==================== ps2_keyboard_rx
Fig. 1: ps2_keyboard_rx, I/O pins on the die edge
Pins as bars across the die edge, other pins in grey.
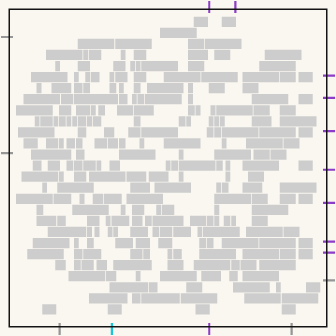
Fig. 2: ps2_keyboard_rx, clock wiring as the flow saved it
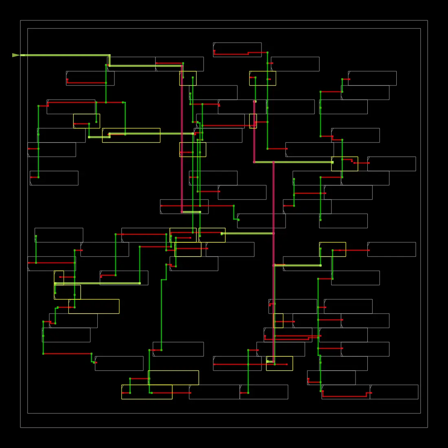
## src/rtl/ps2_keyboard_rx.sv

```systemverilog
// ---------------------------------------------------------------------------
// ps2_keyboard_rx
//
// Receives 11-bit PS/2 device-to-host frames (start, 8 data bits LSB first,
// odd parity, stop) and presents each accepted frame as a 10-bit word.
//
// Ports
//   clk        in   system clock, all state changes on its rising edge
//   rst        in   asynchronous active-high reset
//   ps2_clk    in   PS/2 device clock (asynchronous, idle high)
//   ps2_data   in   PS/2 device data  (asynchronous, idle high)
//   buffer     out  last accepted frame: [0]=start, [8:1]=data, [9]=parity
//   flag       out  one-cycle pulse when buffer takes a new frame
//   frame_err  out  one-cycle pulse when a complete frame is rejected
//
// Parameter
//   TIMEOUT_CYCLES  clk cycles without a ps2_clk falling edge after which a
//                   partially received frame is discarded
//
// Build option
//   PS2_PARITY_CHECK_EN  when defined, frames with even parity over the data
//                        and parity bits are rejected; otherwise parity is
//                        only stored in buffer[9].
//
// Timing: the frame result moves through three registered stages after the
// eleventh falling edge (end-of-frame capture, verdict, output), so flag
// rises on the fourth clk edge after the first synchronizer flop sees the
// eleventh ps2_clk low.
// ---------------------------------------------------------------------------
module ps2_keyboard_rx #(
  parameter int TIMEOUT_CYCLES = 50000
) (
  input  logic       clk,
  input  logic       rst,
  input  logic       ps2_clk,
  input  logic       ps2_data,
  output logic [9:0] buffer,
  output logic       flag,
  output logic       frame_err
);

  localparam int WD_W = $clog2(TIMEOUT_CYCLES + 1);
  localparam logic [WD_W-1:0] WD_LAST = WD_W'(TIMEOUT_CYCLES - 1);
  localparam logic [3:0]      LAST_BIT = 4'd10;

  // Synchronizers; the third clock flop only serves edge detection.
  logic clk_s1_q, clk_s1_d;
  logic clk_s2_q, clk_s2_d;
  logic clk_s3_q, clk_s3_d;
  logic dat_s1_q, dat_s1_d;
  logic dat_s2_q, dat_s2_d;

  // Frame assembly
  logic [3:0]      bit_cnt_q, bit_cnt_d;
  logic [9:0]      shift_q, shift_d;
  logic [WD_W-1:0] wd_q, wd_d;

  // Stage 1: end-of-frame capture
  logic       eof_q, eof_d;
  logic       stop_q, stop_d;
  logic [9:0] frame_q, frame_d;

  // Stage 2: verdict
  logic ok_q, ok_d;
  logic bad_q, bad_d;

  // Stage 3: outputs
  logic [9:0] buffer_q, buffer_d;
  logic       flag_q, flag_d;
  logic       frame_err_q, frame_err_d;

  logic fall;
  logic parity_ok;

  // -------------------------------------------------------------------------
  // Synchronizers and edge detect
  // -------------------------------------------------------------------------
  always_comb begin
    clk_s1_d = ps2_clk;
    clk_s2_d = clk_s1_q;
    clk_s3_d = clk_s2_q;
    dat_s1_d = ps2_data;
    dat_s2_d = dat_s1_q;
  end

  assign fall = ~clk_s2_q & clk_s3_q;

  // -------------------------------------------------------------------------
  // Bit counter, shift register and watchdog
  // -------------------------------------------------------------------------
  always_comb begin
    bit_cnt_d = bit_cnt_q;
    shift_d   = shift_q;
    wd_d      = wd_q;
    eof_d     = 1'b0;
    stop_d    = stop_q;
    frame_d   = frame_q;

    if (fall) begin
      wd_d = '0;
      if (bit_cnt_q == 4'd0) begin
        // A high start bit is line noise or a lost frame tail: stay idle.
        if (!dat_s2_q) begin
          shift_d   = {dat_s2_q, shift_q[9:1]};
          bit_cnt_d = 4'd1;
        end
      end else if (bit_cnt_q == LAST_BIT) begin
        // Stop bit: the shift register already holds bits 0..9.
        eof_d     = 1'b1;
        stop_d    = dat_s2_q;
        frame_d   = shift_q;
        bit_cnt_d = 4'd0;
      end else begin
        // Shifting in from the top lands bit k at position k after ten bits.
        shift_d   = {dat_s2_q, shift_q[9:1]};
        bit_cnt_d = bit_cnt_q + 4'd1;
      end
    end else if (bit_cnt_q != 4'd0) begin
      if (wd_q == WD_LAST) begin
        bit_cnt_d = 4'd0;
        shift_d   = '0;
        wd_d      = '0;
      end else begin
        wd_d = wd_q + 1'b1;
      end
    end else begin
      wd_d = '0;
    end
  end

  // -------------------------------------------------------------------------
  // Verdict and outputs
  // -------------------------------------------------------------------------
`ifdef PS2_PARITY_CHECK_EN
  // Odd parity: data plus parity bit must contain an odd number of ones.
  assign parity_ok = ^frame_q[9:1];
`else
  assign parity_ok = 1'b1;
`endif

  always_comb begin
    ok_d  = eof_q & stop_q & parity_ok;
    bad_d = eof_q & ~(stop_q & parity_ok);

    flag_d      = ok_q;
    frame_err_d = bad_q;
    buffer_d    = buffer_q;
    // frame_q only changes on end-of-frame, so it is still valid here.
    if (ok_q) begin
      buffer_d = frame_q;
    end
  end

  // -------------------------------------------------------------------------
  // State registers
  // -------------------------------------------------------------------------
  always_ff @(posedge clk or posedge rst) begin
    if (rst) begin
      clk_s1_q    <= 1'b1;
      clk_s2_q    <= 1'b1;
      clk_s3_q    <= 1'b1;
      dat_s1_q    <= 1'b1;
      dat_s2_q    <= 1'b1;
      bit_cnt_q   <= 4'd0;
      shift_q     <= '0;
      wd_q        <= '0;
      eof_q       <= 1'b0;
      stop_q      <= 1'b0;
      frame_q     <= '0;
      ok_q        <= 1'b0;
      bad_q       <= 1'b0;
      buffer_q    <= 10'h000;
      flag_q      <= 1'b0;
      frame_err_q <= 1'b0;
    end else begin
      clk_s1_q    <= clk_s1_d;
      clk_s2_q    <= clk_s2_d;
      clk_s3_q    <= clk_s3_d;
      dat_s1_q    <= dat_s1_d;
      dat_s2_q    <= dat_s2_d;
      bit_cnt_q   <= bit_cnt_d;
      shift_q     <= shift_d;
      wd_q        <= wd_d;
      eof_q       <= eof_d;
      stop_q      <= stop_d;
      frame_q     <= frame_d;
      ok_q        <= ok_d;
      bad_q       <= bad_d;
      buffer_q    <= buffer_d;
      flag_q      <= flag_d;
      frame_err_q <= frame_err_d;
    end
  end

  assign buffer    = buffer_q;
  assign flag      = flag_q;
  assign frame_err = frame_err_q;

endmodule

```

## config.mk

```make
export PLATFORM = sky130hd
export DESIGN_NAME = ps2_keyboard_rx
export DESIGN_NICKNAME = d
export VERILOG_FILES = /design/src/rtl/ps2_keyboard_rx.sv
export SDC_FILE = /design/constraint.sdc
export NUM_CORES = 1
export LEC_CHECK = 0
export CAP_MARGIN = 20
export CORE_UTILIZATION = 45
export CTS_CLUSTER_SIZE = 30
export DETAILED_ROUTE_END_ITERATION = 16
export GPL_TIMING_DRIVEN = 0
export HOLD_SLACK_MARGIN = 0.05
export PLACE_DENSITY = 0.63
export SLEW_MARGIN = 20
export SYNTH_ARGS = -nofsm -noshare
export SYNTH_HDL_FRONTEND = slang
export SYNTH_SLANG_ARGS = --single-unit
```

## constraint.sdc

```tcl
create_clock -name clk -period 2.65 [get_ports clk]
set_input_delay 0.53 -clock clk [delete_from_list [all_inputs] [get_ports clk]]
set_output_delay 0.53 -clock clk [all_outputs]
set_load 0.01 [all_outputs]
```

==> notes.md <==
Notes on the physical implementation.

- The share of final layout cell area taken by clock buffers and inverters is 0.0626, for reference.
- The highest-count logic cell in the final layout is sky130_fd_sc_hd__dfrtp_1, for reference.
- The fraction of synthesized cell area in xor and xnor cells is 0.0442, for reference.
- The most used routing layer is met2, for reference.
- Broken down by cell family, the worst path's largest delay share belongs to simple AND/OR/NAND/NOR gates.
- The filler cells instantiated in the layout total between 400 and 500.
- The top metal layer carrying routed signals is met4, for reference.
- For this block, wires on met1 add up to about 2000 um.
- Leaving out filler cells and counting taps, the final layout contains between 300 and 400.
- The nature of the critical path endpoint is a flip-flop, for reference.
- The clock network consumes a total of 0.799 mW.
- The die covers between 0.006 and 0.007 mm^2.
- For the worst reg-to-reg path, the endpoint reported by OpenROAD is frame_q[7]$_DFFE_PP0P_.
- According to the timing report, the arrival time at the worst endpoint equals around 2300 ps.
- STA lists the startpoint of the worst register-to-register path as bit_cnt_q[0]$_DFFE_PP0P_.
- The first-pass GRT wire length is between 7000 and 8000 um, for reference.
- The termination of the worst setup path is frame_q[7]$_DFFE_PP0P_, for reference.
- The number of primary I/O pins is 16, for reference.
- Power attributed to sequential cells is around 1.2 mW.
- The setup slack after placement is 626 ps, for reference.
- On the worst setup and hold paths after CTS, the clock-pin slew comes to 70 ps.
- The leftover overflow at the end of global routing is 0, for reference.
- The switching portion of total power comes to 0.284.
- For reference, the critical path cell chain is inv_1, ha_1, and3b_1, and2_0, buf_2, mux2_2.
- The H-tree was split into 3 levels.
- The run finished with clean final reports.
- The total area of sequential cells is 0.00153 mm^2, for reference.
- Of the cells placed in the final design, the portion with a size suffix greater than 1 is 0.211.
- Counting flops with a built-in enable in the synthesized netlist gives 0.
Notes on Fig. 1 above:
Purple marks buffer, pins 10, direction output, edge 7 right, 2 top, 1 bottom. Cyan marks ps2_data, pins 1, direction input, edge bottom.
All pins by edge: 8 right, 4 bottom, 2 top, 2 left.
Horiz. Die Dim: 77.7 um
total of buffers placed on input and output ports: 15
die extent in y: 77.7 um

Notes on Fig. 2 above:
number of clock sinks: 61
total clock buffers created by CTS: 9
final worst clock skew: 7.34 ps
clock buffers: 11


==================== change_event_arbiter
Fig. 3: change_event_arbiter, metal layers overlaid
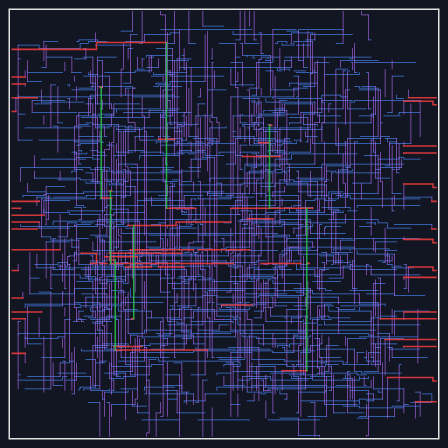
Fig. 4: change_event_arbiter, sequential cells grouped by signal name
Other sequential cells in the stronger grey, the rest of the logic in the fainter grey.
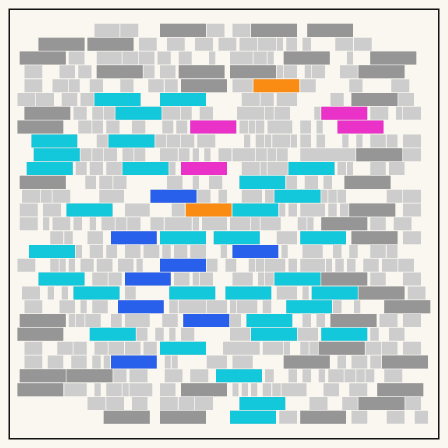
Fig. 5: change_event_arbiter, logic cells by family
Bar = 20 um.
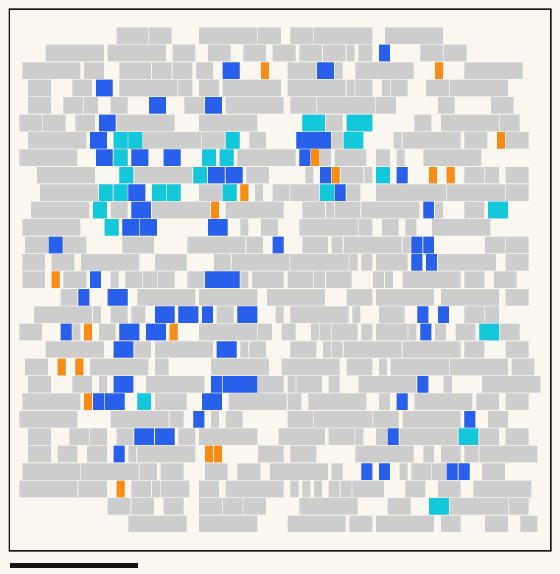
File: config.mk
export PLATFORM = sky130hd
export DESIGN_NAME = change_event_arbiter
export DESIGN_NICKNAME = d
export VERILOG_FILES = /design/src/rtl/change_event_arbiter.sv
export SDC_FILE = /design/constraint.sdc
export NUM_CORES = 1
export LEC_CHECK = 0
export CORE_UTILIZATION = 59
export DETAILED_ROUTE_END_ITERATION = 7
export GPL_TIMING_DRIVEN = 1
export PLACE_DENSITY_LB_ADDON = 0.15
export SLEW_MARGIN = 10
export SYNTH_ARGS = -nofsm -noshare
export SYNTH_HDL_FRONTEND = slang
export SYNTH_SLANG_ARGS = --single-unit
File: constraint.sdc
create_clock -name clk -period 2.65 [get_ports clk]
set_input_delay 0.53 -clock clk [delete_from_list [all_inputs] [get_ports clk]]
set_output_delay 0.53 -clock clk [all_outputs]
set_load 0.05 [all_outputs]
File: src/rtl/change_event_arbiter.sv
// Detects value changes on NUM_CH input channels, keeps one pending event per channel,
// and hands them to a single valid/ready consumer in round-robin order.
module change_event_arbiter #(
  parameter int NUM_CH = 4,
  parameter int DW     = 8,
  localparam int CW    = $clog2(NUM_CH)
) (
  input  logic                 clk,
  input  logic                 rst_n,
  input  logic [NUM_CH*DW-1:0] data_in,
  input  logic                 evt_ready,
  input  logic [NUM_CH-1:0]    overrun_clr,
  output logic                 evt_valid,
  output logic [CW-1:0]        evt_ch,
  output logic [DW-1:0]        evt_data,
  output logic [NUM_CH-1:0]    overrun
);

  typedef enum logic {IDLE, OFFER} state_t;

  state_t            state_q, state_d;
  logic [DW-1:0]     prev_q   [NUM_CH];
  logic [DW-1:0]     shadow_q [NUM_CH];
  logic [NUM_CH-1:0] pending_q;
  logic [CW-1:0]     ptr_q;

  logic [NUM_CH-1:0] chg;
  logic              found;
  logic [CW-1:0]     sel;
  logic [CW:0]       scan_idx;
  logic [DW-1:0]     sel_data;
  logic              take;
  logic              accept;

  always_comb begin
    chg = '0;
    for (int ch = 0; ch < NUM_CH; ch++) begin
      chg[ch] = (data_in[ch*DW +: DW] != prev_q[ch]);
    end
  end

  // Rotating priority: first pending channel at or after ptr, wrapping past NUM_CH-1.
  always_comb begin
    found    = 1'b0;
    sel      = '0;
    scan_idx = '0;
    for (int i = 0; i < NUM_CH; i++) begin
      scan_idx = {1'b0, ptr_q} + (CW+1)'(i);
      if (scan_idx >= (CW+1)'(NUM_CH)) begin
        scan_idx = scan_idx - (CW+1)'(NUM_CH);
      end
      if (!found && pending_q[scan_idx[CW-1:0]]) begin
        found = 1'b1;
        sel   = scan_idx[CW-1:0];
      end
    end
  end

  assign sel_data = chg[sel] ? data_in[int'(sel)*DW +: DW] : shadow_q[sel];

  always_ff @(posedge clk or negedge rst_n) begin
    if (!rst_n) begin
      state_q <= IDLE;
    end else begin
      state_q <= state_d;
    end
  end

  always_comb begin
    state_d = state_q;
    take    = 1'b0;
    accept  = 1'b0;
    case (state_q)
      IDLE: begin
        if (found) begin
          take    = 1'b1;
          state_d = OFFER;
        end
      end
      OFFER: begin
        if (evt_ready) begin
          accept  = 1'b1;
          state_d = IDLE;
        end
      end
      default: state_d = IDLE;
    endcase
  end

  // A fresh change always re-arms pending, even on the channel being taken this cycle.
  always_ff @(posedge clk or negedge rst_n) begin
    if (!rst_n) begin
      pending_q <= '0;
      overrun   <= '0;
      for (int ch = 0; ch < NUM_CH; ch++) begin
        prev_q[ch]   <= '0;
        shadow_q[ch] <= '0;
      end
    end else begin
      for (int ch = 0; ch < NUM_CH; ch++) begin
        prev_q[ch] <= data_in[ch*DW +: DW];
        if (chg[ch]) begin
          shadow_q[ch]  <= data_in[ch*DW +: DW];
          pending_q[ch] <= 1'b1;
        end else if (take && sel == CW'(ch)) begin
          pending_q[ch] <= 1'b0;
        end
        if (chg[ch] && pending_q[ch] && !(take && sel == CW'(ch))) begin
          overrun[ch] <= 1'b1;
        end else if (overrun_clr[ch]) begin
          overrun[ch] <= 1'b0;
        end
      end
    end
  end

  always_ff @(posedge clk or negedge rst_n) begin
    if (!rst_n) begin
      evt_valid <= 1'b0;
      evt_ch    <= '0;
      evt_data  <= '0;
      ptr_q     <= '0;
    end else if (take) begin
      evt_valid <= 1'b1;
      evt_ch    <= sel;
      evt_data  <= sel_data;
    end else if (accept) begin
      evt_valid <= 1'b0;
      ptr_q     <= (evt_ch == CW'(NUM_CH-1)) ? '0 : evt_ch + CW'(1);
    end
  end

endmodule
==> notes.md <==
Notes on the physical implementation.

- The clock-pin slew reported for the worst setup and hold paths after clock tree synthesis is ~90 ps, for reference.
- At the floorplan stage, the core utilization is reported as 0.621.
- The max-slew headroom at the worst pin is 0.461, for reference.
- The number of levels the H-tree was split into is 3, for reference.
- The final reports fail on design-rule violations.
- The number of different library cells used by synthesis comes to approximately 45.
- The synthesized netlist cell count is 357, for reference.
- The root buffer selected by CTS is sky130_fd_sc_hd__clkbuf_8, for reference.
- The total power of the final layout is roughly 3.5 mW, for reference.
- The clock tree buffer depth is 2, for reference.
- The capture point of the worst register-to-register path is recorded as evt_data[7]$_DFFE_PN0P_.
- The simple-gate share of the synthesized area is 0.156, for reference.
- Leaving out buffers and inverters, the combinational logic in the layout accounts for roughly 0.0016 mm^2.
- The flow ran to the end, but the final reports show violations.
- The clock buffer count in the final layout is 12, for reference.
- The highest clock rate is 0.459 GHz, for reference.
- The DRC violations left is 10, for reference.
- Per the detail_route log, met3 wirelength is around 380 um.
- The source of the worst register-to-register timing path is pending_q[0]$_DFFE_PN0P_, for reference.
## Picture notes: Fig. 3
Red marks M3, wire length 382 um. Green marks M4, wire length 153 um. Blue marks M1, wire length 4,070 um. Purple marks M2, wire length 3,980 um.
WL per Instance: 17.3 um
Routed WL: 8580 um
number of vias after detailed routing: 3,049
Global Route Usage Sum: 0.265

## Picture notes: Fig. 4
Orange marks evt_ch, flops 2. Blue marks evt_data, flops 8. Cyan marks shadow_q, flops 32. Magenta marks pending_q, flops 4.

## Picture notes: Fig. 5
Blue marks aoi and oai cells, cells 64. Cyan marks and/or cells, cells 25. Orange marks inv cells, cells 18, where spread over the die.
logic share of the area: 0.344
Non-Filler Instances: 495
most common cell after layout, fill and taps aside: sky130_fd_sc_hd__dfrtp_1


==================== cla64_pipe_adder
[src/rtl/cla64_pipe_adder.sv]
// Two-stage pipelined adder built from 16-bit carry-lookahead slices.
// Stage 1 registers per-slice generate/propagate; stage 2 resolves slice carries and sums.
module cla64_pipe_adder #(
    parameter int  NSLICE = 4,
    localparam int W      = 16 * NSLICE
) (
    input  logic         clk,
    input  logic         rst,
    input  logic         in_valid,
    output logic         in_ready,
    input  logic [W-1:0] a,
    input  logic [W-1:0] b,
    input  logic         cin,
    output logic         out_valid,
    input  logic         out_ready,
    output logic [W-1:0] sum,
    output logic         cout,
    output logic         ovf,
    output logic         Gm,
    output logic         Pm
);

    // Group generate of four bits; p holds propagates of bits 3..1 only.
    function automatic logic gen4(input logic [3:0] g, input logic [2:0] p);
        return g[3] | (p[2] & g[2]) | (p[2] & p[1] & g[1]) | (p[2] & p[1] & p[0] & g[0]);
    endfunction

    // Flat carries into bits 0..3 of a four-bit group.
    function automatic logic [3:0] cla4(input logic [2:0] g, input logic [2:0] p, input logic ci);
        logic [3:0] c;
        c[0] = ci;
        c[1] = g[0] | (p[0] & ci);
        c[2] = g[1] | (p[1] & g[0]) | (p[1] & p[0] & ci);
        c[3] = g[2] | (p[2] & g[1]) | (p[2] & p[1] & g[0]) | (p[2] & p[1] & p[0] & ci);
        return c;
    endfunction

    // Slice {G, P} with carry-in 0, using two-level lookahead over four nibbles.
    function automatic logic [1:0] cla16_gp(input logic [15:0] x, input logic [15:0] y);
        logic [15:0] bg;
        logic [15:0] bp;
        logic [3:0]  gg;
        logic [3:0]  gp;
        bg = x & y;
        bp = x ^ y;
        for (int j = 0; j < 4; j++) begin
            gg[j] = gen4(bg[4*j +: 4], bp[4*j+1 +: 3]);
            gp[j] = &bp[4*j +: 4];
        end
        return {gen4(gg, gp[3:1]), &gp};
    endfunction

    // Carries into bits 0..15 of a slice; bit 15 itself never affects them.
    function automatic logic [15:0] cla16_carries(input logic [14:0] x, input logic [14:0] y,
                                                  input logic ci);
        logic [14:0] bg;
        logic [14:0] bp;
        logic [2:0]  gg;
        logic [2:0]  gp;
        logic [3:0]  gc;
        logic [15:0] c;
        bg = x & y;
        bp = x ^ y;
        for (int j = 0; j < 3; j++) begin
            gg[j] = gen4(bg[4*j +: 4], bp[4*j+1 +: 3]);
            gp[j] = &bp[4*j +: 4];
        end
        gc = cla4(gg, gp, ci);
        for (int j = 0; j < 4; j++) begin
            c[4*j +: 4] = cla4(bg[4*j +: 3], bp[4*j +: 3], gc[j]);
        end
        return c;
    endfunction

    logic              adv1;
    logic              adv2;
    logic              accept;

    logic              s1_valid_q;
    logic [W-1:0]      a1_q;
    logic [W-1:0]      b1_q;
    logic              cin1_q;
    logic [NSLICE-1:0] g1_q;
    logic [NSLICE-1:0] p1_q;
    logic [NSLICE-1:0] g_d;
    logic [NSLICE-1:0] p_d;

    logic              s2_valid_q;
    logic [W-1:0]      sum_q;
    logic              cout_q;
    logic              ovf_q;
    logic              gm_q;
    logic              pm_q;
    logic [W-1:0]      sum_d;
    logic [NSLICE:0]   slice_c;
    logic              gm_d;
    logic              c_msb;

    assign adv2     = !s2_valid_q | out_ready;
    assign adv1     = !s1_valid_q | adv2;
    assign in_ready = adv1;
    assign accept   = in_valid & adv1;

    genvar gi;
    generate
        for (gi = 0; gi < NSLICE; gi++) begin : g_slice_gp
            logic [1:0] gp;
            assign gp      = cla16_gp(a[16*gi +: 16], b[16*gi +: 16]);
            assign g_d[gi] = gp[1];
            assign p_d[gi] = gp[0];
        end
    endgenerate

    always_ff @(posedge clk or posedge rst) begin
        if (rst) begin
            s1_valid_q <= 1'b0;
            a1_q       <= '0;
            b1_q       <= '0;
            cin1_q     <= 1'b0;
            g1_q       <= '0;
            p1_q       <= '0;
        end else if (adv1) begin
            s1_valid_q <= accept;
            if (accept) begin
                a1_q   <= a;
                b1_q   <= b;
                cin1_q <= cin;
                g1_q   <= g_d;
                p1_q   <= p_d;
            end
        end
    end

    // Every slice carry is a sum of products over g/p, not a chain through earlier carries.
    always_comb begin : g_lookahead
        logic term;
        logic acc;
        slice_c    = '0;
        slice_c[0] = cin1_q;
        gm_d       = 1'b0;
        for (int k = 0; k < NSLICE; k++) begin
            acc = cin1_q;
            for (int m = 0; m <= k; m++) acc = acc & p1_q[m];
            for (int j = 0; j <= k; j++) begin
                term = g1_q[j];
                for (int m = j + 1; m <= k; m++) term = term & p1_q[m];
                acc = acc | term;
            end
            slice_c[k+1] = acc;
        end
        for (int k = 0; k < NSLICE; k++) begin
            term = g1_q[k];
            for (int m = k + 1; m < NSLICE; m++) term = term & p1_q[m];
            gm_d = gm_d | term;
        end
    end

    generate
        for (gi = 0; gi < NSLICE; gi++) begin : g_slice_sum
            logic [15:0] cs;
            assign cs = cla16_carries(a1_q[16*gi +: 15], b1_q[16*gi +: 15], slice_c[gi]);
            assign sum_d[16*gi +: 16] = a1_q[16*gi +: 16] ^ b1_q[16*gi +: 16] ^ cs;
            if (gi == NSLICE - 1) begin : g_msb
                assign c_msb = cs[15];
            end
        end
    endgenerate

    always_ff @(posedge clk or posedge rst) begin
        if (rst) begin
            s2_valid_q <= 1'b0;
            sum_q      <= '0;
            cout_q     <= 1'b0;
            ovf_q      <= 1'b0;
            gm_q       <= 1'b0;
            pm_q       <= 1'b0;
        end else if (adv2) begin
            s2_valid_q <= s1_valid_q;
            if (s1_valid_q) begin
                sum_q  <= sum_d;
                cout_q <= slice_c[NSLICE];
                ovf_q  <= c_msb ^ slice_c[NSLICE];
                gm_q   <= gm_d;
                pm_q   <= &p1_q;
            end
        end
    end

    assign out_valid = s2_valid_q;
    assign sum       = sum_q;
    assign cout      = cout_q;
    assign ovf       = ovf_q;
    assign Gm        = gm_q;
    assign Pm        = pm_q;

endmodule

[config.mk]
export PLATFORM = sky130hd
export DESIGN_NAME = cla64_pipe_adder
export DESIGN_NICKNAME = d
export VERILOG_FILES = /design/src/rtl/cla64_pipe_adder.sv
export SDC_FILE = /design/constraint.sdc
export NUM_CORES = 1
export LEC_CHECK = 0
export CAP_MARGIN = 25
export CORE_ASPECT_RATIO = 0.75
export CORE_MARGIN = 10
export CORE_UTILIZATION = 50
export CTS_CLUSTER_SIZE = 30
export DETAILED_ROUTE_END_ITERATION = 8
export PLACE_DENSITY = 0.8
export SYNTH_ARGS = -nofsm -noshare
export SYNTH_HDL_FRONTEND = slang
export SYNTH_SLANG_ARGS = --single-unit
[constraint.sdc]
create_clock -name clk -period 8.7 [get_ports clk]
set_input_delay 0.87 -clock clk [delete_from_list [all_inputs] [get_ports clk]]
set_output_delay 0.87 -clock clk [all_outputs]
set_load 0.01 [all_outputs]
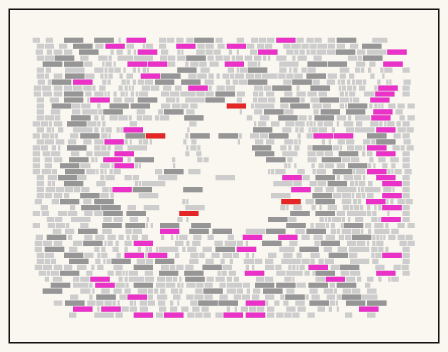
Fig. 6. Sequential cells grouped by signal name (cla64_pipe_adder).
Other sequential cells in the stronger grey, the rest of the logic in the fainter grey.
Magenta marks sum, flops 64, where spread over the die. Red marks p1_q, flops 4, where middle.

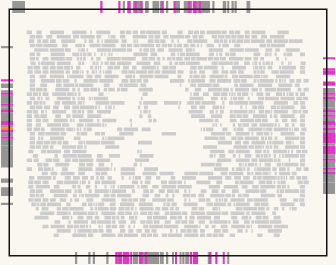
Fig. 7. I/O pins on the die edge (cla64_pipe_adder).
Pins as bars across the die edge, other pins in grey.
Orange marks cout, pins 1, direction output, edge left. Magenta marks sum, pins 64, direction output, edge 25 right, 19 bottom, 12 top, 8 left.
total of buffers placed on input and output ports: 202
Horiz. Die Dim: 195 um
die extent in y: 151 um

==> notes.md <==
Notes on the physical implementation.

- By area the synthesized netlist is led by sky130_fd_sc_hd__dfrtp_1 (45%), sky130_fd_sc_hd__mux2_2 (14%), sky130_fd_sc_hd__ha_1 (14%).
- The flow ran to the end, and the final reports show no timing, DRC or antenna violations.
- The area fraction in full adders, half adders and majority gates is 0.163, for reference.
- Per the detail_route log, met2 wirelength is about 12,000 um.
- The master of the slowest instance on the critical path is sky130_fd_sc_hd__buf_4, for reference.
- Post-route period utilization is reported as 0.372.
- The combinational family with the most area after synthesis is adder cells, for reference.
- The combinational group power is approximately 1.3 mW, for reference.
- The share of total power dissipated in the clock network is 0.262.
- The number of well taps is 294, for reference.
- The number of synthesized flops with an enable pin is 0, for reference.
- The async set-reset flop share out of synthesis is 1.00, for reference.
- In this run the standard cell core region covers ~0.022 mm^2.
- The final HPWL from detailed placement is around 21,000 um, for reference.
- The net count entering floorplan is 1,238, for reference.
- The post-route core utilization is 0.652, for reference.
- The leading cell category by total area is logic gates, for reference.
- The share of the yosys chip area belonging to registers is 0.452, for reference.
- Walking the worst path, the cells encountered are clkdlybuf4s50_1, nand3b_1, nand2_4, buf_4, mux2_2.
- The share of the final layout cell area in sequential cells is 0.356, for reference.
- The DRC violations left is 0, for reference.
- The final layout report lists a filler cell count of around 1.7k.
- The share of cell area taken by multi-input logic gates is 0.421, for reference.
- The critical path in this run is classified as in2reg.
- In this run the worst setup path terminates at b1_q[25]$_DFFE_PP0P_.
- The required time of the worst setup path is around 9000 ps, for reference.
- The synthesis stats list as the most numerous cell sky130_fd_sc_hd__dfrtp_1.
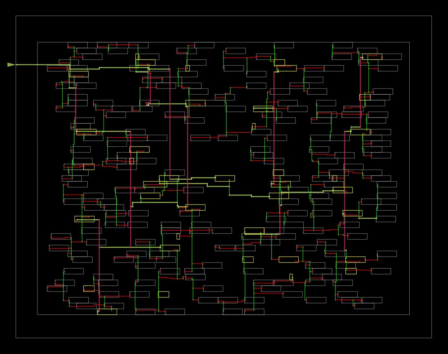
Fig. 8. Clock wiring as the flow saved it (cla64_pipe_adder).
sequential cell count: 207
Late-Pin Clk Latency: 510 ps
clock buffers: 35
number of clock sinks: 207
total clock buffers created by CTS: 23


==================== delta_decoder
Fig. 9: delta_decoder, I/O pins on the die edge
Pins as bars across the die edge, other pins in grey.
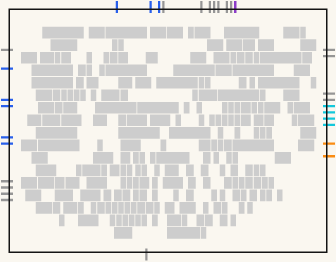
==> config.mk <==
export PLATFORM = sky130hd
export DESIGN_NAME = delta_decoder
export DESIGN_NICKNAME = d
export VERILOG_FILES = /design/src/rtl/delta_decoder.sv
export SDC_FILE = /design/constraint.sdc
export NUM_CORES = 1
export LEC_CHECK = 0
export ABC_AREA = 1
export CAP_MARGIN = 30
export CORE_ASPECT_RATIO = 0.75
export CORE_MARGIN = 2
export CORE_UTILIZATION = 46
export CTS_BUF_LIST = sky130_fd_sc_hd__clkbuf_4
export CTS_CLUSTER_DIAMETER = 150
export DETAILED_ROUTE_END_ITERATION = 16
export GPL_TIMING_DRIVEN = 0
export HOLD_SLACK_MARGIN = 0.03
export MAX_ROUTING_LAYER = met4
export PLACE_DENSITY_LB_ADDON = 0.1
export SLEW_MARGIN = 15
export SYNTH_ARGS = -nofsm -noshare
export SYNTH_HDL_FRONTEND = slang
export SYNTH_SLANG_ARGS = --single-unit
==> constraint.sdc <==
create_clock -name clk -period 5.3 [get_ports clk]
set_input_delay 0.795 -clock clk [delete_from_list [all_inputs] [get_ports clk]]
set_output_delay 0.795 -clock clk [all_outputs]
set_load 0.1 [all_outputs]
==> src/rtl/delta_decoder.sv <==
// rtl/delta_decoder.sv - delta-modulation spike decoder with one-entry valid/ready output register
// Optional build macro DELTA_LEAK_EN: leak recon one LSB toward the seed after LEAK_CYCLES held codes.
module delta_decoder #(
  parameter int DATA_W      = 4,
  parameter int ERR_W       = 8,
  parameter int LEAK_CYCLES = 8
) (
  input  logic              clk,
  input  logic              rst,
  input  logic [DATA_W-1:0] threshold,
  input  logic              off_spike,
  input  logic              seed_valid,
  input  logic [DATA_W-1:0] seed_data,
  input  logic              clear,
  input  logic              in_valid,
  output logic              in_ready,
  input  logic [1:0]        spike,
  output logic              out_valid,
  input  logic              out_ready,
  output logic [DATA_W-1:0] out_data,
  output logic [ERR_W-1:0]  err_cnt,
  output logic              locked
);

  typedef enum logic {SEED, RUN} state_t;

  localparam logic [DATA_W+1:0] MAX_EXT = {2'b00, {DATA_W{1'b1}}};

  state_t            state, next_state;
  logic [DATA_W-1:0] recon, recon_next;
  logic [DATA_W+1:0] step, recon_ext, sum_up, sum_dn;
  logic              accept, seed_load, illegal;

  always_ff @(posedge clk or posedge rst) begin
    if (rst) state <= SEED;
    else     state <= next_state;
  end

  // clear wins over both seeding and code acceptance
  always_comb begin
    next_state = state;
    case (state)
      SEED:    if (seed_valid && !clear) next_state = RUN;
      RUN:     if (clear) next_state = SEED;
      default: next_state = SEED;
    endcase
  end

  always_comb begin
    locked   = (state == RUN);
    in_ready = (state == RUN) && !clear && (!out_valid || out_ready);
  end

  assign accept    = in_valid && in_ready;
  assign seed_load = (state == SEED) && seed_valid && !clear;
  assign step      = {2'b00, threshold} + {{(DATA_W+1){1'b0}}, 1'b1};
  assign recon_ext = {2'b00, recon};
  assign sum_up    = recon_ext + step;
  assign sum_dn    = recon_ext - step;

`ifdef DELTA_LEAK_EN
  localparam int LEAK_W = $clog2(LEAK_CYCLES) + 1;

  logic [LEAK_W-1:0] leak_cnt;
  logic [DATA_W-1:0] seed_copy;
  logic              leak_hit;

  assign leak_hit = (leak_cnt == LEAK_W'(LEAK_CYCLES - 1));

  always_ff @(posedge clk or posedge rst) begin
    if (rst) begin
      leak_cnt  <= '0;
      seed_copy <= '0;
    end else begin
      if (seed_load) seed_copy <= seed_data;
      if (clear)
        leak_cnt <= '0;
      else if (accept) begin
        if (spike == 2'b00 && !leak_hit) leak_cnt <= leak_cnt + 1'b1;
        else                             leak_cnt <= '0;
      end
    end
  end
`endif

  // a negative down-step wraps far above MAX_EXT, so one compare catches underflow
  always_comb begin
    recon_next = recon;
    illegal    = 1'b0;
    case (spike)
      2'b01: recon_next = (sum_up > MAX_EXT) ? {DATA_W{1'b1}} : sum_up[DATA_W-1:0];
      2'b11: begin
        if (off_spike) recon_next = (sum_dn > MAX_EXT) ? '0 : sum_dn[DATA_W-1:0];
        else           illegal = 1'b1;
      end
      2'b10: illegal = 1'b1;
      default: begin
`ifdef DELTA_LEAK_EN
        if (leak_hit) begin
          if (recon < seed_copy)      recon_next = recon + 1'b1;
          else if (recon > seed_copy) recon_next = recon - 1'b1;
        end
`endif
      end
    endcase
  end

  always_ff @(posedge clk or posedge rst) begin
    if (rst) begin
      recon     <= '0;
      out_data  <= '0;
      out_valid <= 1'b0;
      err_cnt   <= '0;
    end else begin
      if (seed_load)
        recon <= seed_data;
      else if (accept)
        recon <= recon_next;

      if (accept && illegal && err_cnt != {ERR_W{1'b1}})
        err_cnt <= err_cnt + 1'b1;

      if (clear)
        out_valid <= 1'b0;
      else if (accept) begin
        out_valid <= 1'b1;
        out_data  <= recon_next;
      end else if (out_ready)
        out_valid <= 1'b0;
    end
  end

endmodule

==> notes.md <==
Notes on the physical implementation.

- The run finished with clean final reports.
- The horizontal die size is 68.7 um, for reference.
- The number of nets in the layout is between 200 and 300, for reference.
- The async set-reset flop share out of synthesis is 1.00, for reference.
- The total area of sequential cells is between 400 and 500 um^2, for reference.
- The register with the most flip-flops in the layout has 8 of them.
- The cell that appears most often on the critical path is sky130_fd_sc_hd__clkdlybuf4s50_1.
- In the hold timing report, the worst path depth is 2.
- The post-route core utilization is 0.614, for reference.
- The cell type contributing the most total cell area after synthesis is sky130_fd_sc_hd__dfrtp_1, for reference.
- ~140 cells are multi-input combinational gates.
- Prior to clock tree synthesis, the placed netlist has a worst setup slack of between 1500 and 2000 ps.
- The class of the worst hold path is reg2reg, for reference.
- The post-route report lists met1 wire length as 1480 um.
- The number of maximum-capacitance violations recorded for the run is 0.
- The final hold slack is 495 ps, for reference.
- The combinational group power is about 0.43 mW, for reference.
- The source of the worst register-to-register timing path is recon[0]$_DFFE_PP0P_, for reference.
- The STA report counts the stages on the worst setup path as 5.
- Per the final layout report, the fraction of cells sized above drive strength 1 comes to 0.107.
- The routability congestion estimate is slightly below 0.9, for reference.
- The amount of wire on met3 after detailed routing is ~170 um, for reference.
About Fig. 9:
Cyan marks seed_data, pins 4, direction input, edge right. Purple marks in_ready, pins 1, direction output, edge top. Orange marks spike, pins 2, direction input, edge right. Blue marks err_cnt, pins 8, direction output, edge 5 left, 3 top.


==================== seq_multiplier
Fig. 10: seq_multiplier, sequential cells grouped by signal name
Other sequential cells in the stronger grey, the rest of the logic in the fainter grey.
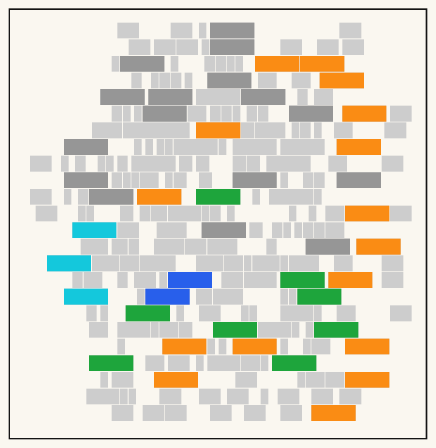
Fig. 11: seq_multiplier, clock wiring as the flow saved it
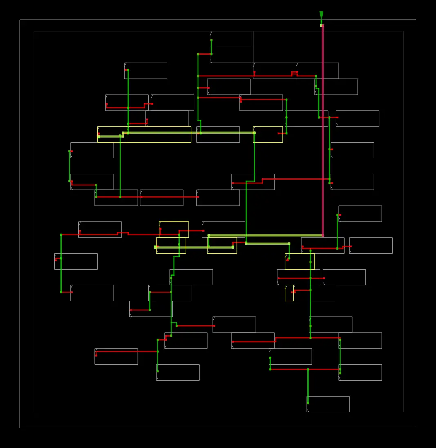
Fig. 12: seq_multiplier, metal layers overlaid
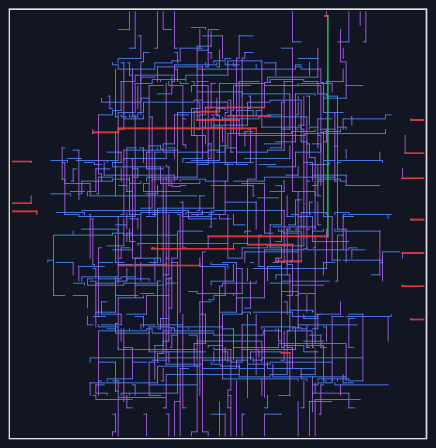
[config.mk]
export PLATFORM = sky130hd
export DESIGN_NAME = seq_multiplier
export DESIGN_NICKNAME = d
export VERILOG_FILES = /design/src/rtl/seq_multiplier.sv
export SDC_FILE = /design/constraint.sdc
export NUM_CORES = 1
export LEC_CHECK = 0
export CORE_AREA = 2 2 66 68
export CTS_CLUSTER_DIAMETER = 120
export DETAILED_ROUTE_END_ITERATION = 7
export DIE_AREA = 0 0 68 70
export PLACE_DENSITY = 0.78
export SYNTH_ARGS = -nofsm -noshare
export SYNTH_HDL_FRONTEND = slang
export SYNTH_HIERARCHICAL = 1
export SYNTH_SLANG_ARGS = --single-unit
[constraint.sdc]
create_clock -name clk -period 4.05 [get_ports clk]
set_input_delay 0.81 -clock clk [delete_from_list [all_inputs] [get_ports clk]]
set_output_delay 0.81 -clock clk [all_outputs]
set_load 0.005 [all_outputs]
[src/rtl/seq_multiplier.sv]
// ----------------------------------------------------------------------------
// seq_multiplier
//
// Unsigned shift-and-add multiplier. One partial-product addition per clock
// goes through an internal ripple-carry adder (RCA). After SIZE additions the
// 2*SIZE-bit product is presented together with a one-cycle done pulse.
//
// Parameters:
//   SIZE     operand width (>= 1), passed unchanged to the internal RCA
//
// Ports:
//   clk      rising-edge clock
//   rst      synchronous, active-high reset
//   start    request a multiplication (sampled only in IDLE)
//   a        multiplicand, captured on the accepting edge
//   b        multiplier, captured on the accepting edge
//   busy     high while in RUN
//   done     one-cycle completion pulse (high only in DONE)
//   product  result; holds until the next completion, cleared by reset
//
// Optional feature:
//   SEQ_MULTIPLIER_ZERO_SKIP_EN  when defined, a zero operand at the accepting
//                                edge goes IDLE->DONE directly with product=0.
// ----------------------------------------------------------------------------
module seq_multiplier #(
    parameter int SIZE = 8
) (
    input  logic              clk,
    input  logic              rst,
    input  logic              start,
    input  logic [SIZE-1:0]   a,
    input  logic [SIZE-1:0]   b,
    output logic              busy,
    output logic              done,
    output logic [2*SIZE-1:0] product
);

    localparam int CW = (SIZE > 1) ? $clog2(SIZE) : 1;
    localparam int PW = 2 * SIZE;

    typedef enum logic [1:0] {
        IDLE = 2'd0,
        RUN  = 2'd1,
        DONE = 2'd2
    } state_t;

    state_t          state;
    state_t          state_next;

    logic [SIZE-1:0] mcand;
    logic [SIZE-1:0] acc_hi;
    logic [SIZE-1:0] acc_lo;
    logic [CW-1:0]   cnt;

    logic [SIZE-1:0] rca_b;
    logic [SIZE:0]   sum;
    logic [PW:0]     acc_wide;
    logic [PW-1:0]   acc_next;

    logic            load;
    logic            step;
    logic            last;
`ifdef SEQ_MULTIPLIER_ZERO_SKIP_EN
    logic            skip;
`endif

    // Partial-product adder: acc_hi + (multiplier LSB ? multiplicand : 0).
    assign rca_b = acc_lo[0] ? mcand : '0;

    RCA #(.SIZE(SIZE)) u_rca (
        .a   (acc_hi),
        .b   (rca_b),
        .sum (sum)
    );

    // {carry, sum, acc_lo} shifted right by one keeps the carry as the new
    // MSB of acc_hi and drops the multiplier bit just consumed. Written as a
    // shift so it stays legal for SIZE=1.
    assign acc_wide = {sum, acc_lo};
    assign acc_next = PW'(acc_wide >> 1);
    assign last     = (cnt == '0);

    // NOTE: sequential state uses non-blocking (<=) so every register samples
    // values from before the edge, independent of process ordering.
    always_ff @(posedge clk) begin
        if (rst) state <= IDLE;
        else     state <= state_next;
    end

    // NOTE: every output of this block gets a default first, so no path can
    // leave a signal unassigned and infer a latch.
    always_comb begin
        state_next = state;
        load       = 1'b0;
        step       = 1'b0;
        busy       = 1'b0;
        done       = 1'b0;
`ifdef SEQ_MULTIPLIER_ZERO_SKIP_EN
        skip       = 1'b0;
`endif
        case (state)
            IDLE: begin
                if (start) begin
`ifdef SEQ_MULTIPLIER_ZERO_SKIP_EN
                    if (a == '0 || b == '0) begin
                        skip       = 1'b1;
                        state_next = DONE;
                    end else begin
                        load       = 1'b1;
                        state_next = RUN;
                    end
`else
                    load       = 1'b1;
                    state_next = RUN;
`endif
                end
            end
            RUN: begin
                busy = 1'b1;
                step = 1'b1;
                if (last) state_next = DONE;
            end
            DONE: begin
                done       = 1'b1;
                state_next = IDLE;
            end
            default: state_next = IDLE;
        endcase
    end

    always_ff @(posedge clk) begin
        if (rst) begin
            mcand   <= '0;
            acc_hi  <= '0;
            acc_lo  <= '0;
            cnt     <= '0;
            product <= '0;
        end else begin
            if (load) begin
                mcand  <= a;
                acc_lo <= b;
                acc_hi <= '0;
                cnt    <= CW'(SIZE - 1);
            end
            if (step) begin
                {acc_hi, acc_lo} <= acc_next;
                // Final addition: publish the updated accumulator on this edge.
                if (last) product <= acc_next;
                else      cnt     <= cnt - 1'b1;
            end
`ifdef SEQ_MULTIPLIER_ZERO_SKIP_EN
            if (skip) product <= '0;
`endif
        end
    end

endmodule

// ----------------------------------------------------------------------------
// RCA
//
// Combinational ripple-carry adder, SIZE bits wide, carry-in tied to zero.
//
// Ports:
//   a, b   SIZE-bit addends
//   sum    SIZE+1-bit result; sum[SIZE] is the carry out
// ----------------------------------------------------------------------------
module RCA #(
    parameter int SIZE = 8
) (
    input  logic [SIZE-1:0] a,
    input  logic [SIZE-1:0] b,
    output logic [SIZE:0]   sum
);

    logic [SIZE:0] carry;

    always_comb begin
        carry[0] = 1'b0;
        for (int i = 0; i < SIZE; i++) begin
            sum[i]       = a[i] ^ b[i] ^ carry[i];
            carry[i + 1] = (a[i] & b[i]) | (carry[i] & (a[i] ^ b[i]));
        end
        sum[SIZE] = carry[SIZE];
    end

endmodule
==> notes.md <==
Notes on the physical implementation.

- The actual slew at the worst max-slew pin is a little under 800 ps, for reference.
- Setup repair after global routing left no endpoint under its margin.
- Routing resource usage on met3 recorded by global route was 0.0531.
- The count of buffers added on input and output ports is 36.
- The largest power group is sequential cells, for reference.
- The run finished with clean final reports.
- Synthesis instantiated 30 different standard cells from the library.
- The first-pass GRT wire length is approximately 6300 um, for reference.
- After clock tree synthesis, the setup repair step added 0 buffers.
- The max-slew check reports its worst relative slack as 0.482.
- The post-route core utilization is 0.588, for reference.
- The max-capacitance violation count is 0, for reference.
- The routed length on met2 is ~1900 um, for reference.
- The net count entering floorplan is about 230, for reference.
- The data arrival time of the critical path is between 3000 and 4000 ps, for reference.
- In this run the critical register-to-register path is launched from acc_lo[0]$_SDFFE_PP0P_.
- Per the area breakdown, the dominant cell category is logic gates.
- Tracing the worst setup path back leads to its startpoint at acc_lo[0]$_SDFFE_PP0P_.
## Picture notes: Fig. 10
Blue marks state, flops 2. Orange marks product, flops 16. Cyan marks cnt, flops 3. Green marks acc_lo, flops 8.
Another 16 sequential cells are not coloured.

## Picture notes: Fig. 11
clock buffers: 7
Clk power: 0.345 mW
final worst clock skew: 11.3 ps
sequential cell count: 45
number of clock sinks: 45

## Picture notes: Fig. 12
Purple marks M2, wire length 1,890 um. Red marks M3, wire length 144 um. Green marks M4, wire length 36.0 um. Blue marks M1, wire length 1,740 um.


==================== if_fetch_unit
[src/rtl/if_fetch_unit_pkg.sv]
// rtl/if_fetch_unit_pkg.sv - shared constants and FSM encoding for the fetch unit
package if_fetch_unit_pkg;

  localparam int INSTR_W = 32;
  localparam logic [INSTR_W-1:0] NOP_INSTR = 32'h0000_0000;

  typedef enum logic [1:0] {
    S_BOOT  = 2'd0,
    S_RUN   = 2'd1,
    S_STALL = 2'd2
  } fetch_state_t;

endpackage

[src/rtl/if_fetch_unit_id_reg.sv]
// rtl/if_fetch_unit_id_reg.sv - IF/ID pipeline register with load, hold and flush
module if_id_reg
  import if_fetch_unit_pkg::*;
(
  input  logic               clk,
  input  logic               rst_n,
  input  logic               load,
  input  logic               flush,
  input  logic [31:0]        pc_in,
  input  logic [INSTR_W-1:0] instr_in,
  output logic [31:0]        if_pc,
  output logic [INSTR_W-1:0] if_instr,
  output logic               if_valid
);

  // Flush wins over load so a redirect always leaves a bubble behind it.
  always_ff @(posedge clk) begin
    if (!rst_n || flush) begin
      if_pc    <= 32'h0000_0000;
      if_instr <= NOP_INSTR;
      if_valid <= 1'b0;
    end else if (load) begin
      if_pc    <= pc_in;
      if_instr <= instr_in;
      if_valid <= 1'b1;
    end
  end

endmodule

[src/rtl/if_fetch_unit.sv]
// rtl/if_fetch_unit.sv - instruction fetch stage: PC, redirect/stall FSM and fetch counter
module if_fetch_unit
  import if_fetch_unit_pkg::*;
#(
  parameter logic [31:0] RESET_PC = 32'h0000_0000,
  parameter int          CNT_W    = 16
) (
  input  logic               clk,
  input  logic               rst_n,
  input  logic               freeze,
  input  logic               branch_taken,
  input  logic [31:0]        branch_addr,
  output logic [31:0]        imem_addr,
  input  logic [INSTR_W-1:0] imem_instr,
  output logic [31:0]        if_pc,
  output logic [INSTR_W-1:0] if_instr,
  output logic               if_valid,
  output logic [CNT_W-1:0]   fetch_count
);

  fetch_state_t state, state_next;
  logic [31:0]  pc, pc_next, pc_plus4;
  logic         load, flush;

  assign pc_plus4  = pc + 32'd4;
  assign imem_addr = pc;

  always_ff @(posedge clk) begin
    if (!rst_n) begin
      state       <= S_BOOT;
      pc          <= {RESET_PC[31:2], 2'b00};
      fetch_count <= '0;
    end else begin
      state <= state_next;
      pc    <= pc_next;
      if (load && fetch_count != '1)
        fetch_count <= fetch_count + CNT_W'(1);
    end
  end

  // Redirect beats stall beats advance; the boot cycle ignores both requests.
  always_comb begin
    state_next = state;
    pc_next    = pc;
    load       = 1'b0;
    flush      = 1'b0;
    case (state)
      S_BOOT: state_next = S_RUN;
      S_RUN, S_STALL: begin
        if (branch_taken) begin
          pc_next    = {branch_addr[31:2], 2'b00};
          flush      = 1'b1;
          state_next = S_RUN;
        end else if (freeze) begin
          state_next = S_STALL;
        end else begin
          pc_next    = pc_plus4;
          load       = 1'b1;
          state_next = S_RUN;
        end
      end
      default: state_next = S_BOOT;
    endcase
  end

  if_id_reg u_if_id_reg (
    .clk      (clk),
    .rst_n    (rst_n),
    .load     (load),
    .flush    (flush),
    .pc_in    (pc_plus4),
    .instr_in (imem_instr),
    .if_pc    (if_pc),
    .if_instr (if_instr),
    .if_valid (if_valid)
  );

endmodule

[config.mk]
export PLATFORM = sky130hd
export DESIGN_NAME = if_fetch_unit
export DESIGN_NICKNAME = d
export VERILOG_FILES = /design/src/rtl/if_fetch_unit_pkg.sv /design/src/rtl/if_fetch_unit_id_reg.sv /design/src/rtl/if_fetch_unit.sv
export SDC_FILE = /design/constraint.sdc
export NUM_CORES = 1
export LEC_CHECK = 0
export ABC_CLOCK_PERIOD_IN_PS = 2000
export CORE_MARGIN = 5
export CORE_UTILIZATION = 41
export DETAILED_ROUTE_END_ITERATION = 8
export GPL_TIMING_DRIVEN = 0
export PLACE_DENSITY = 0.82
export SYNTH_ARGS = -nofsm -noshare
export SYNTH_HDL_FRONTEND = slang
export SYNTH_SLANG_ARGS = --single-unit
export TNS_END_PERCENT = 10
[constraint.sdc]
create_clock -name clk -period 2 [get_ports clk]
set_input_delay 0.2 -clock clk [delete_from_list [all_inputs] [get_ports clk]]
set_output_delay 0.2 -clock clk [all_outputs]
set_load 0.05 [all_outputs]
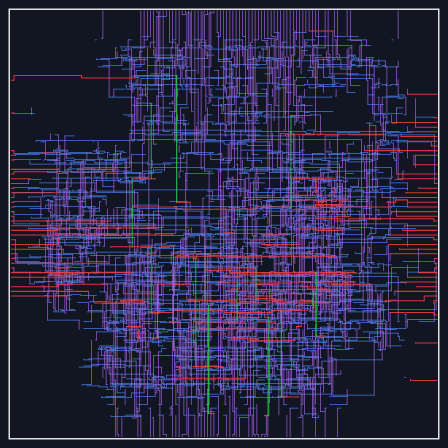
Fig. 13. Metal layers overlaid (if_fetch_unit).
Purple marks M2, wire length 8,960 um. Red marks M3, wire length 1,820 um. Green marks M4, wire length 344 um. Blue marks M1, wire length 7,530 um.
Routed WL: 18,700 um
Global Route Usage Sum: 0.230
WL per Instance: 17.8 um
number of vias after detailed routing: 5,805

==> notes.md <==
Notes on the physical implementation.

- The flow ran to the end, but the final reports show violations.
- The final reports fail on negative setup slack.
- The setup slack after layout is -158 ps, for reference.
- Counting instances, the worst hold path has a depth of 3.
- In the final report, the number of endpoints failing setup comes to 8.
- The clock net sink count is 111, for reference.
- Non-clock buffers in the final layout number about 240.
- The share of the final layout cell area in sequential cells is 0.284, for reference.
- The count of warnings emitted by yosys is 0, for reference.
- The flow reports an fmax of between 0.4 and 0.5 GHz.
- The routed length on met2 is about 9000 um, for reference.
- The total power of the final layout is 5.64 mW, for reference.
- Excluding fillers, the count of instances in the completed layout stands at approximately 1.0k.
- The effective utilization at floorplan is 0.421, for reference.
- The biggest slice of the area belongs to logic gates.
- The synthesized netlist cell count is about 670, for reference.
- The met3 track demand over resource is 0.0599, for reference.
- In the hold report, the worst path ends at imem_addr[27]$_SDFFE_PN0P_.
- The logic gate share of total power is 0.225, for reference.
- The compound-cell area share of the yosys netlist is 0.199, for reference.
- After detailed routing, the wire length on met1 is 7530 um.


==> notes/layouts.md <==
Pictures saved along the way, in no particular order.

I/O pins on the die edge.
Pins as bars across the die edge, other pins in grey.
picture 1
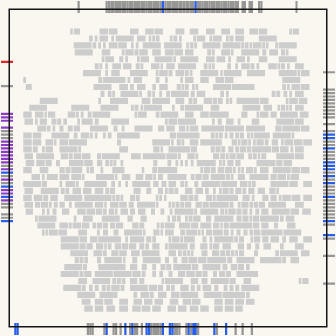
picture 2
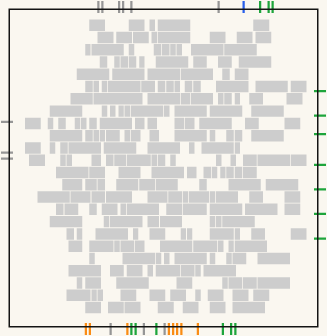
picture 3
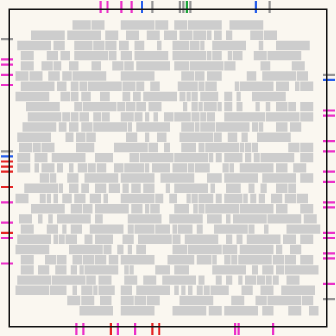
if_fetch_unit -> picture 1
change_event_arbiter -> picture 3
seq_multiplier -> picture 2
The one with the most pins is picture 1.
The one with the fewest pins is picture 2.

Power is estimated from default activity; no workload was simulated.
